=== design 1 ===
==> design_1/class_map.png <==
Bar = 20 µm.
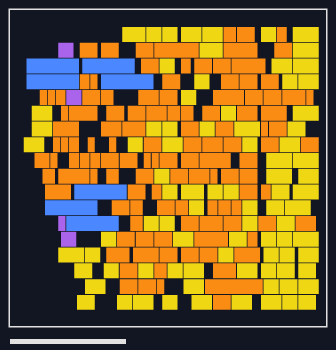

File: src/rtl/hazard_ctrl.sv
// Hazard and interlock unit: EX/ID forwarding, load-use and branch stalls, and a
// multi-cycle mult/div interlock. Define HAZARD_PERF_EN to add saturating stall counters.
module hazard_ctrl #(
  parameter int REG_AW     = 5,
  parameter int DIV_CYCLES = 32,
  parameter int CNT_W      = 32
) (
  input  logic              clk,
  input  logic              rst,
  input  logic [REG_AW-1:0] rsD,
  input  logic [REG_AW-1:0] rtD,
  input  logic [REG_AW-1:0] rsE,
  input  logic [REG_AW-1:0] rtE,
  input  logic [REG_AW-1:0] writeregE,
  input  logic [REG_AW-1:0] writeregM,
  input  logic [REG_AW-1:0] writeregW,
  input  logic              regwriteE,
  input  logic              regwriteM,
  input  logic              regwriteW,
  input  logic              memtoregE,
  input  logic              memtoregM,
  input  logic              branchD,
  input  logic              mdstartE,
  output logic [1:0]        forwardAE,
  output logic [1:0]        forwardBE,
  output logic              forwardAD,
  output logic              forwardBD,
  output logic              stallF,
  output logic              stallD,
  output logic              stallE,
  output logic              flushE,
  output logic              flushM,
  output logic              mdbusy
`ifdef HAZARD_PERF_EN
  ,
  output logic [CNT_W-1:0]  lwstall_cnt,
  output logic [CNT_W-1:0]  brstall_cnt,
  output logic [CNT_W-1:0]  mdstall_cnt
`endif
);

  localparam int CW = $clog2(DIV_CYCLES + 1);
  localparam logic [CW-1:0] CNT_LOAD = CW'(DIV_CYCLES - 1);

  typedef enum logic {IDLE, BUSY} state_t;

  state_t          state, stateNext;
  logic [CW-1:0]   cnt, cntNext;
  logic            mdstall, lwstall, brstall;

  function automatic logic [1:0] fwdSel(input logic [REG_AW-1:0] src);
    if (src != '0 && src == writeregM && regwriteM)      fwdSel = 2'b10;
    else if (src != '0 && src == writeregW && regwriteW) fwdSel = 2'b01;
    else                                                 fwdSel = 2'b00;
  endfunction

  assign forwardAE = fwdSel(rsE);
  assign forwardBE = fwdSel(rtE);
  assign forwardAD = (rsD != '0) && (rsD == writeregM) && regwriteM;
  assign forwardBD = (rtD != '0) && (rtD == writeregM) && regwriteM;

  assign lwstall = memtoregE && (rtE != '0) && ((rtE == rsD) || (rtE == rtD));
  assign brstall = branchD &&
                   ((regwriteE && (writeregE != '0) && ((writeregE == rsD) || (writeregE == rtD))) ||
                    (memtoregM && (writeregM != '0) && ((writeregM == rsD) || (writeregM == rtD))));

  always_ff @(posedge clk or posedge rst) begin
    if (rst) begin
      state <= IDLE;
      cnt   <= '0;
    end else begin
      state <= stateNext;
      cnt   <= cntNext;
    end
  end

  // BUSY ignores mdstartE so the op sitting in EX cannot retrigger itself.
  always_comb begin
    stateNext = state;
    cntNext   = cnt;
    case (state)
      IDLE: if (mdstartE) begin
        stateNext = BUSY;
        cntNext   = CNT_LOAD;
      end
      BUSY: if (cnt != '0) cntNext = cnt - 1'b1;
            else           stateNext = IDLE;
      default: stateNext = IDLE;
    endcase
  end

  // rst gates the IDLE-state request so an abort drops the stall within the same cycle.
  always_comb begin
    mdstall = 1'b0;
    stallF  = 1'b0;
    stallD  = 1'b0;
    stallE  = 1'b0;
    flushE  = 1'b0;
    flushM  = 1'b0;
    case (state)
      IDLE:    mdstall = mdstartE && !rst;
      BUSY:    mdstall = (cnt != '0);
      default: mdstall = 1'b0;
    endcase
    if (mdstall) begin
      stallF = 1'b1;
      stallD = 1'b1;
      stallE = 1'b1;
      flushM = 1'b1;
    end else if (lwstall || brstall) begin
      stallF = 1'b1;
      stallD = 1'b1;
      flushE = 1'b1;
    end
  end

  assign mdbusy = (state == BUSY);

`ifdef HAZARD_PERF_EN
  // Each counter records only the cause that actually won the output priority.
  logic lwCause, brCause;
  assign lwCause = lwstall && !mdstall;
  assign brCause = brstall && !mdstall && !lwstall;

  always_ff @(posedge clk or posedge rst) begin
    if (rst) begin
      lwstall_cnt <= '0;
      brstall_cnt <= '0;
      mdstall_cnt <= '0;
    end else begin
      if (lwCause && lwstall_cnt != '1) lwstall_cnt <= lwstall_cnt + 1'b1;
      if (brCause && brstall_cnt != '1) brstall_cnt <= brstall_cnt + 1'b1;
      if (mdstall && mdstall_cnt != '1) mdstall_cnt <= mdstall_cnt + 1'b1;
    end
  end
`endif

endmodule

File: config.mk
export PLATFORM = sky130hd
export DESIGN_NAME = hazard_ctrl
export DESIGN_NICKNAME = d
export VERILOG_FILES = /design/src/rtl/hazard_ctrl.sv
export SDC_FILE = /design/constraint.sdc
export NUM_CORES = 1
export LEC_CHECK = 0
export CAP_MARGIN = 10
export CORE_UTILIZATION = 41
export CTS_CLUSTER_SIZE = 25
export DETAILED_ROUTE_END_ITERATION = 8
export PLACE_DENSITY = 0.83
export REMOVE_ABC_BUFFERS = 1
export SKIP_LAST_GASP = 1
export SLEW_MARGIN = 20
export SYNTH_ARGS = -nofsm -noshare
export SYNTH_HDL_FRONTEND = slang
export SYNTH_SLANG_ARGS = --single-unit
File: constraint.sdc
create_clock -name clk -period 4 [get_ports clk]
set_input_delay 1.2 -clock clk [delete_from_list [all_inputs] [get_ports clk]]
set_output_delay 1.2 -clock clk [all_outputs]
set_load 0.03 [all_outputs]
=== design 2 ===
<file path="src/rtl/lsu_ctrl_pkg.sv">
// lsu_ctrl_pkg: state encoding, access size/type codes and access legality shared by the LSU.
package lsu_ctrl_pkg;

    typedef enum logic [1:0] {
        IDLE = 2'd0,
        REQ  = 2'd1,
        DONE = 2'd2
    } state_t;

    localparam logic [1:0] SZ_B = 2'd0;
    localparam logic [1:0] SZ_H = 2'd1;
    localparam logic [1:0] SZ_W = 2'd2;

    localparam logic [2:0] LD_B  = 3'd0;
    localparam logic [2:0] LD_H  = 3'd1;
    localparam logic [2:0] LD_W  = 3'd2;
    localparam logic [2:0] LD_BU = 3'd4;
    localparam logic [2:0] LD_HU = 3'd5;

    // Load types share the store size code in their low two bits.
    function automatic logic acc_ok(input logic wr, input logic [1:0] sz, input logic [2:0] ty,
                                    input logic [1:0] a);
        logic [1:0] s;
        logic       legal;
        s     = wr ? sz : ty[1:0];
        legal = wr ? (sz != 2'd3) : (ty inside {LD_B, LD_H, LD_W, LD_BU, LD_HU});
        return legal && !(s == SZ_H && a[0]) && !(s == SZ_W && a != 2'd0);
    endfunction

endpackage

</file>
<file path="src/rtl/lsu_ctrl_load_extend.sv">
// load_extend: selects the byte/half lane of read data and sign- or zero-extends it.
module load_extend
    import lsu_ctrl_pkg::*;
(
    input  logic [31:0] rdata,
    input  logic [1:0]  addr,
    input  logic [2:0]  load_ty,
    output logic [31:0] result
);

    logic [7:0]  b;
    logic [15:0] h;

    always_comb begin
        b      = 8'(rdata >> {addr, 3'b000});
        h      = addr[1] ? rdata[31:16] : rdata[15:0];
        result = load_ty == LD_B  ? {{24{b[7]}}, b}  :
                 load_ty == LD_H  ? {{16{h[15]}}, h} :
                 load_ty == LD_BU ? {24'd0, b}       :
                 load_ty == LD_HU ? {16'd0, h}       : rdata;
    end

endmodule

</file>
<file path="src/rtl/lsu_ctrl.sv">
// lsu_ctrl: multi-cycle load/store controller bridging core access controls to a req/ack bus,
// with core stall, byte strobes, load extension, misalignment flagging and bus timeout.
module lsu_ctrl
    import lsu_ctrl_pkg::*;
#(
    parameter int TIMEOUT_CYCLES = 16,
    parameter int CNT_W          = $clog2(TIMEOUT_CYCLES)
) (
    input  logic        clk,
    input  logic        reset,
    input  logic        mem_rd,
    input  logic        mem_wr,
    input  logic [1:0]  store_sz,
    input  logic [2:0]  load_ty,
    input  logic [31:0] addr,
    input  logic [31:0] wdata,
    output logic        stall,
    output logic [31:0] load_data,
    output logic        done,
    output logic        misalign_err,
    output logic        bus_err,
    output logic        bus_req,
    output logic        bus_we,
    output logic [31:0] bus_addr,
    output logic [31:0] bus_wdata,
    output logic [3:0]  bus_wstrb,
    input  logic        bus_ack,
    input  logic [31:0] bus_rdata
);

    state_t             state_q, state_d;
    logic [CNT_W-1:0]   cnt_q, cnt_d;
    logic [31:0]        addr_q, addr_d, wdata_q, wdata_d, ld_q, ld_d;
    logic [1:0]         sz_q, sz_d;
    logic [2:0]         ty_q, ty_d;
    logic               we_q, we_d, err_q, err_d;
    logic               req, ok, launch;
    logic [31:0]        ext;

    load_extend u_ext (
        .rdata   (bus_rdata),
        .addr    (addr_q[1:0]),
        .load_ty (ty_q),
        .result  (ext)
    );

    always_comb begin
        req     = mem_rd | mem_wr;
        ok      = acc_ok(mem_wr, store_sz, load_ty, addr[1:0]);
        launch  = state_q == IDLE && req && ok;
        state_d = state_q;
        cnt_d   = '0;
        addr_d  = addr_q;
        wdata_d = wdata_q;
        sz_d    = sz_q;
        ty_d    = ty_q;
        we_d    = we_q;
        err_d   = 1'b0;
        ld_d    = ld_q;
        if (launch) begin
            state_d = REQ;
            addr_d  = addr;
            wdata_d = wdata;
            sz_d    = store_sz;
            ty_d    = load_ty;
            we_d    = mem_wr;
        end
        if (state_q == REQ) begin
            cnt_d = cnt_q + 1'b1;
            if (bus_ack) begin
                state_d = DONE;
                ld_d    = we_q ? ld_q : ext;
            end else if (cnt_q == CNT_W'(TIMEOUT_CYCLES - 1)) begin
                state_d = DONE;
                err_d   = 1'b1;
                ld_d    = '0;
            end
        end
        // DONE never relaunches: the request still present belongs to the retiring access.
        if (state_q == DONE) state_d = IDLE;
    end

    always_ff @(posedge clk or posedge reset) begin
        if (reset) begin
            state_q <= IDLE;
            cnt_q   <= '0;
            addr_q  <= '0;
            wdata_q <= '0;
            sz_q    <= '0;
            ty_q    <= '0;
            we_q    <= 1'b0;
            err_q   <= 1'b0;
            ld_q    <= '0;
        end else begin
            state_q <= state_d;
            cnt_q   <= cnt_d;
            addr_q  <= addr_d;
            wdata_q <= wdata_d;
            sz_q    <= sz_d;
            ty_q    <= ty_d;
            we_q    <= we_d;
            err_q   <= err_d;
            ld_q    <= ld_d;
        end
    end

    always_comb begin
        stall        = launch || state_q == REQ;
        misalign_err = state_q == IDLE && req && !ok;
        done         = state_q == DONE;
        bus_err      = err_q;
        bus_req      = state_q == REQ;
        bus_we       = bus_req && we_q;
        bus_addr     = {addr_q[31:2], 2'b00};
        bus_wdata    = sz_q == SZ_B ? {4{wdata_q[7:0]}} :
                       sz_q == SZ_H ? {2{wdata_q[15:0]}} : wdata_q;
        bus_wstrb    = !bus_we      ? 4'b0000 :
                       sz_q == SZ_B ? 4'b0001 << addr_q[1:0] :
                       sz_q == SZ_H ? 4'b0011 << {addr_q[1], 1'b0} : 4'b1111;
        load_data    = ld_q;
    end

endmodule

</file>
<file path="config.mk">
export PLATFORM = sky130hd
export DESIGN_NAME = lsu_ctrl
export DESIGN_NICKNAME = d
export VERILOG_FILES = /design/src/rtl/lsu_ctrl_pkg.sv /design/src/rtl/lsu_ctrl_load_extend.sv /design/src/rtl/lsu_ctrl.sv
export SDC_FILE = /design/constraint.sdc
export NUM_CORES = 1
export LEC_CHECK = 0
export CORE_UTILIZATION = 35
export DETAILED_ROUTE_END_ITERATION = 10
export PLACE_DENSITY = 0.77
export SLEW_MARGIN = 20
export SYNTH_ARGS = -nofsm -noshare
export SYNTH_HDL_FRONTEND = slang
export SYNTH_SLANG_ARGS = --single-unit
</file>
<file path="constraint.sdc">
create_clock -name clk -period 7.2 [get_ports clk]
set_input_delay 1.08 -clock clk [delete_from_list [all_inputs] [get_ports clk]]
set_output_delay 1.08 -clock clk [all_outputs]
set_load 0.1 [all_outputs]
</file>
==> design_1/gates.png <==
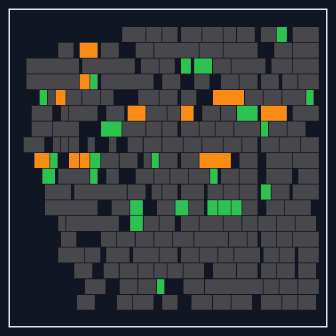
Key: aoi and oai cells = orange [cells 11]; nand cells = green [cells 23]

Notes on design_1/class_map.png above:
Key: remaining logic cells = orange [cells 120, share of their area 51%]; clock drivers and dummy loads = purple [cells 4, share of their area 1.3%]; remaining buffers and delay cells = yellow [cells 84, share of their area 39%]; registers = blue [cells 7, share of their area 8.8%]

==> results.sh, design 1 <==
# source this file to load flow results
export IMPL_run_status="finished with violations"
export IMPL_yosysUniqueCellTypes=36
export IMPL_grt_pass1_vias=1418
export IMPL_wl_per_cell_um=19.5
export IMPL_synth_edff_count=0
export IMPL_tightest_slew_ns=0.524
export IMPL_synth_cells=139
export IMPL_fin_ws_ns=-0.0909
export IMPL_globalRoute_totalOverflow=0
export IMPL_violations="negative setup slack"
export IMPL_cts_sinks=7
export IMPL_hold_path_cell_count=1
export IMPL_slowest_delay_ns=0.59
export IMPL_worstSetupStartpoint="rsD[2]"
export IMPL_min_to="cnt[0]"
export IMPL_r2r_end="cnt[3]"
export IMPL_synth_area_leader_cell="xnor2_1"
export IMPL_finalSetupViolCount=3
export IMPL_crit_slowest_cell="clkdlybuf4s50_1"
export IMPL_lay_top_cells="xnor2_1, buf_4, clkdlybuf4s50_1"
export IMPL_drt_met1_wl_um=1800
export IMPL_topCellsByArea="xnor2_1, dfrtp_1, xor2_1"
export IMPL_cp_depth=7
export IMPL_syn_to_final_growth_pct=78.2
## design 1: cell type report
type                            instances  area, µm²
Sequential cell                         7        175
Inverter                                3       11.3
Timing Repair Buffer                   84        768
Clock buffer                            4       26.3
Multi-Input combinational cell        117       1000
Fill cell                             143        527
Tap cell                               30       37.5
## design 1: flip-flops by register name, indices dropped and copies added (netlist names)
register and flops:
cnt 6, mdbusy 1
## design 1: logic make-up (layout without fill, tap and decap cells)
group,after synthesis,in the layout,share of synthesized area (%)
adder cells (fa/ha/maj),2,2,2.21
flip-flops,7,7,15.5
AND/OR/NAND/NOR,48,48,25.6
AND-OR/OR-AND,14,14,9.73
buffers and inverters,15,91,5.97
XOR/XNOR,53,53,41.0
## design 1: cells in the mapped netlist (2+ instances only)
master / instances
nor3_1: 6
o311a_1: 2
a21oi_1: 2
buf_4: 2
o21ai_0: 2
dfrtp_1: 7
buf_2: 3
clkbuf_1: 7
nor4_2: 2
nand2_1: 9
nand4_1: 4
ha_1: 2
nor2_1: 5
xor2_1: 13
o2111ai_1: 2
nand3_1: 7
inv_1: 3
or4_1: 2
nor4_1: 2
xnor2_1: 40
or3_1: 2
==> design_2/placed.png <==
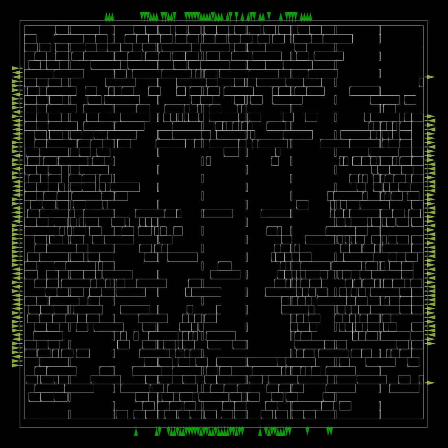
sequential cell count: 109
post-route insts no fill: 825

==> design_2/gates.png <==
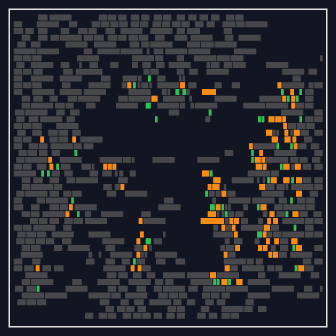
Key: nand cells = green [cells 45]; aoi and oai cells = orange [cells 86]

==> results.sh, design 2 <==
# source this file to load flow results
export IMPL_synth_adder_area_share_pct=0.230
export IMPL_worstSetupStartpoint="addr[0]"
export IMPL_cpLargestDelayFamily="buffers and inverters"
export IMPL_first_iter_violations=171
export IMPL_grt_max_degree=72
export IMPL_synth_cells=476
export IMPL_synthTopCellsByCount="dfrtp_1, mux2_2, buf_4, nand2_1, a21oi_1"
export IMPL_endpoint="misalign_err"
export IMPL_grt_pass1_vias=4518
export IMPL_cts_hold_buf=0
export IMPL_dp_cells=809
export IMPL_grtUsageTotal_pct=18.7
export IMPL_synth_seq_cells=109
export IMPL_grtUsageMet2_pct=33.0
export IMPL_run_status="completed"
export IMPL_async_flop_share_pct=100
export IMPL_place_ws_ns=2.32
export IMPL_startpoint_type="input port"
export IMPL_layout_drive_gt1_share_pct=17.3
export IMPL_cp_depth=7
export IMPL_worst_path_buf_inv=2
export IMPL_synth_area_leader_cell="dfrtp_1"
export IMPL_flop_cell="dfrtp_1"
design 2: area by class of cell:
class,count,area [µm²],share of cell area (%)
clock buffers,10,229,2.99
clock inverters,6,63.8,0.833
inverters,10,40.0,0.522
multi-input cells,290,2250,29.4
flip-flops and latches,109,2730,35.6
well taps,188,235,3.07
repair buffers,212,2110,27.6
design 2: flip-flops by register name, indices dropped and copies added, names as in the netlist:
signal	cells
addr_q	32
bus_err	1
cnt_q	4
load_data	32
state_q	2
sz_q	2
ty_q	3
wdata_q	32
we_q	1
design 2: cell usage in the layout, fill, tap and decap left out, types with 2 or more instances in the layout:
cell / instances
a211oi_1: 7
a21oi_1: 23
a22o_1: 8
a22oi_1: 16
buf_4: 3
clkbuf_16: 9
clkdlybuf4s50_1: 209
clkinv_2: 2
clkinvlp_4: 2
conb_1: 2
dfrtp_1: 109
inv_1: 9
mux2_2: 78
mux2_4: 8
mux2i_1: 16
nand2_1: 39
nand2b_1: 4
nand3_1: 2
nor2_1: 19
nor2b_1: 12
nor3_1: 5
o21ai_0: 21
o22ai_1: 10
design 2: per-layer routing:
metal	share of wire [%]	vias to the layer above
met3	7.7	7
met2	50	159
li1	-	1951
met1	42	2087
met5	0	-
met4	0.68	0


==> layout pictures side by side <==
Clock distribution.
picture 1
Bar = 20 µm.
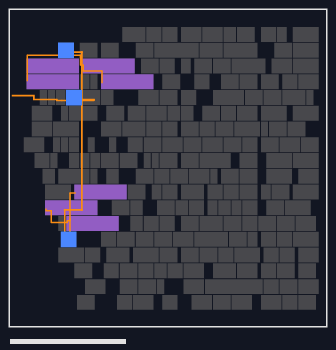
picture 2
Bar = 50 µm.
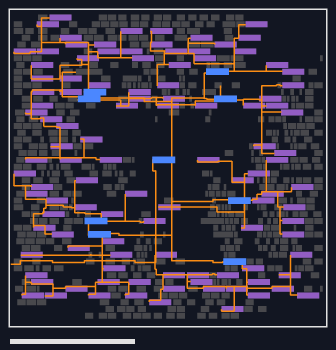
- design 2 = picture 2
- design 1 = picture 1
- most sequential cells: picture 2
- largest die: picture 2

Key to picture 1:
Key: clock-net drivers = blue [count 3]; flip-flops = purple [count 7]; clock wires = orange [length 93.2 µm]
There are 4 routed clock nets.

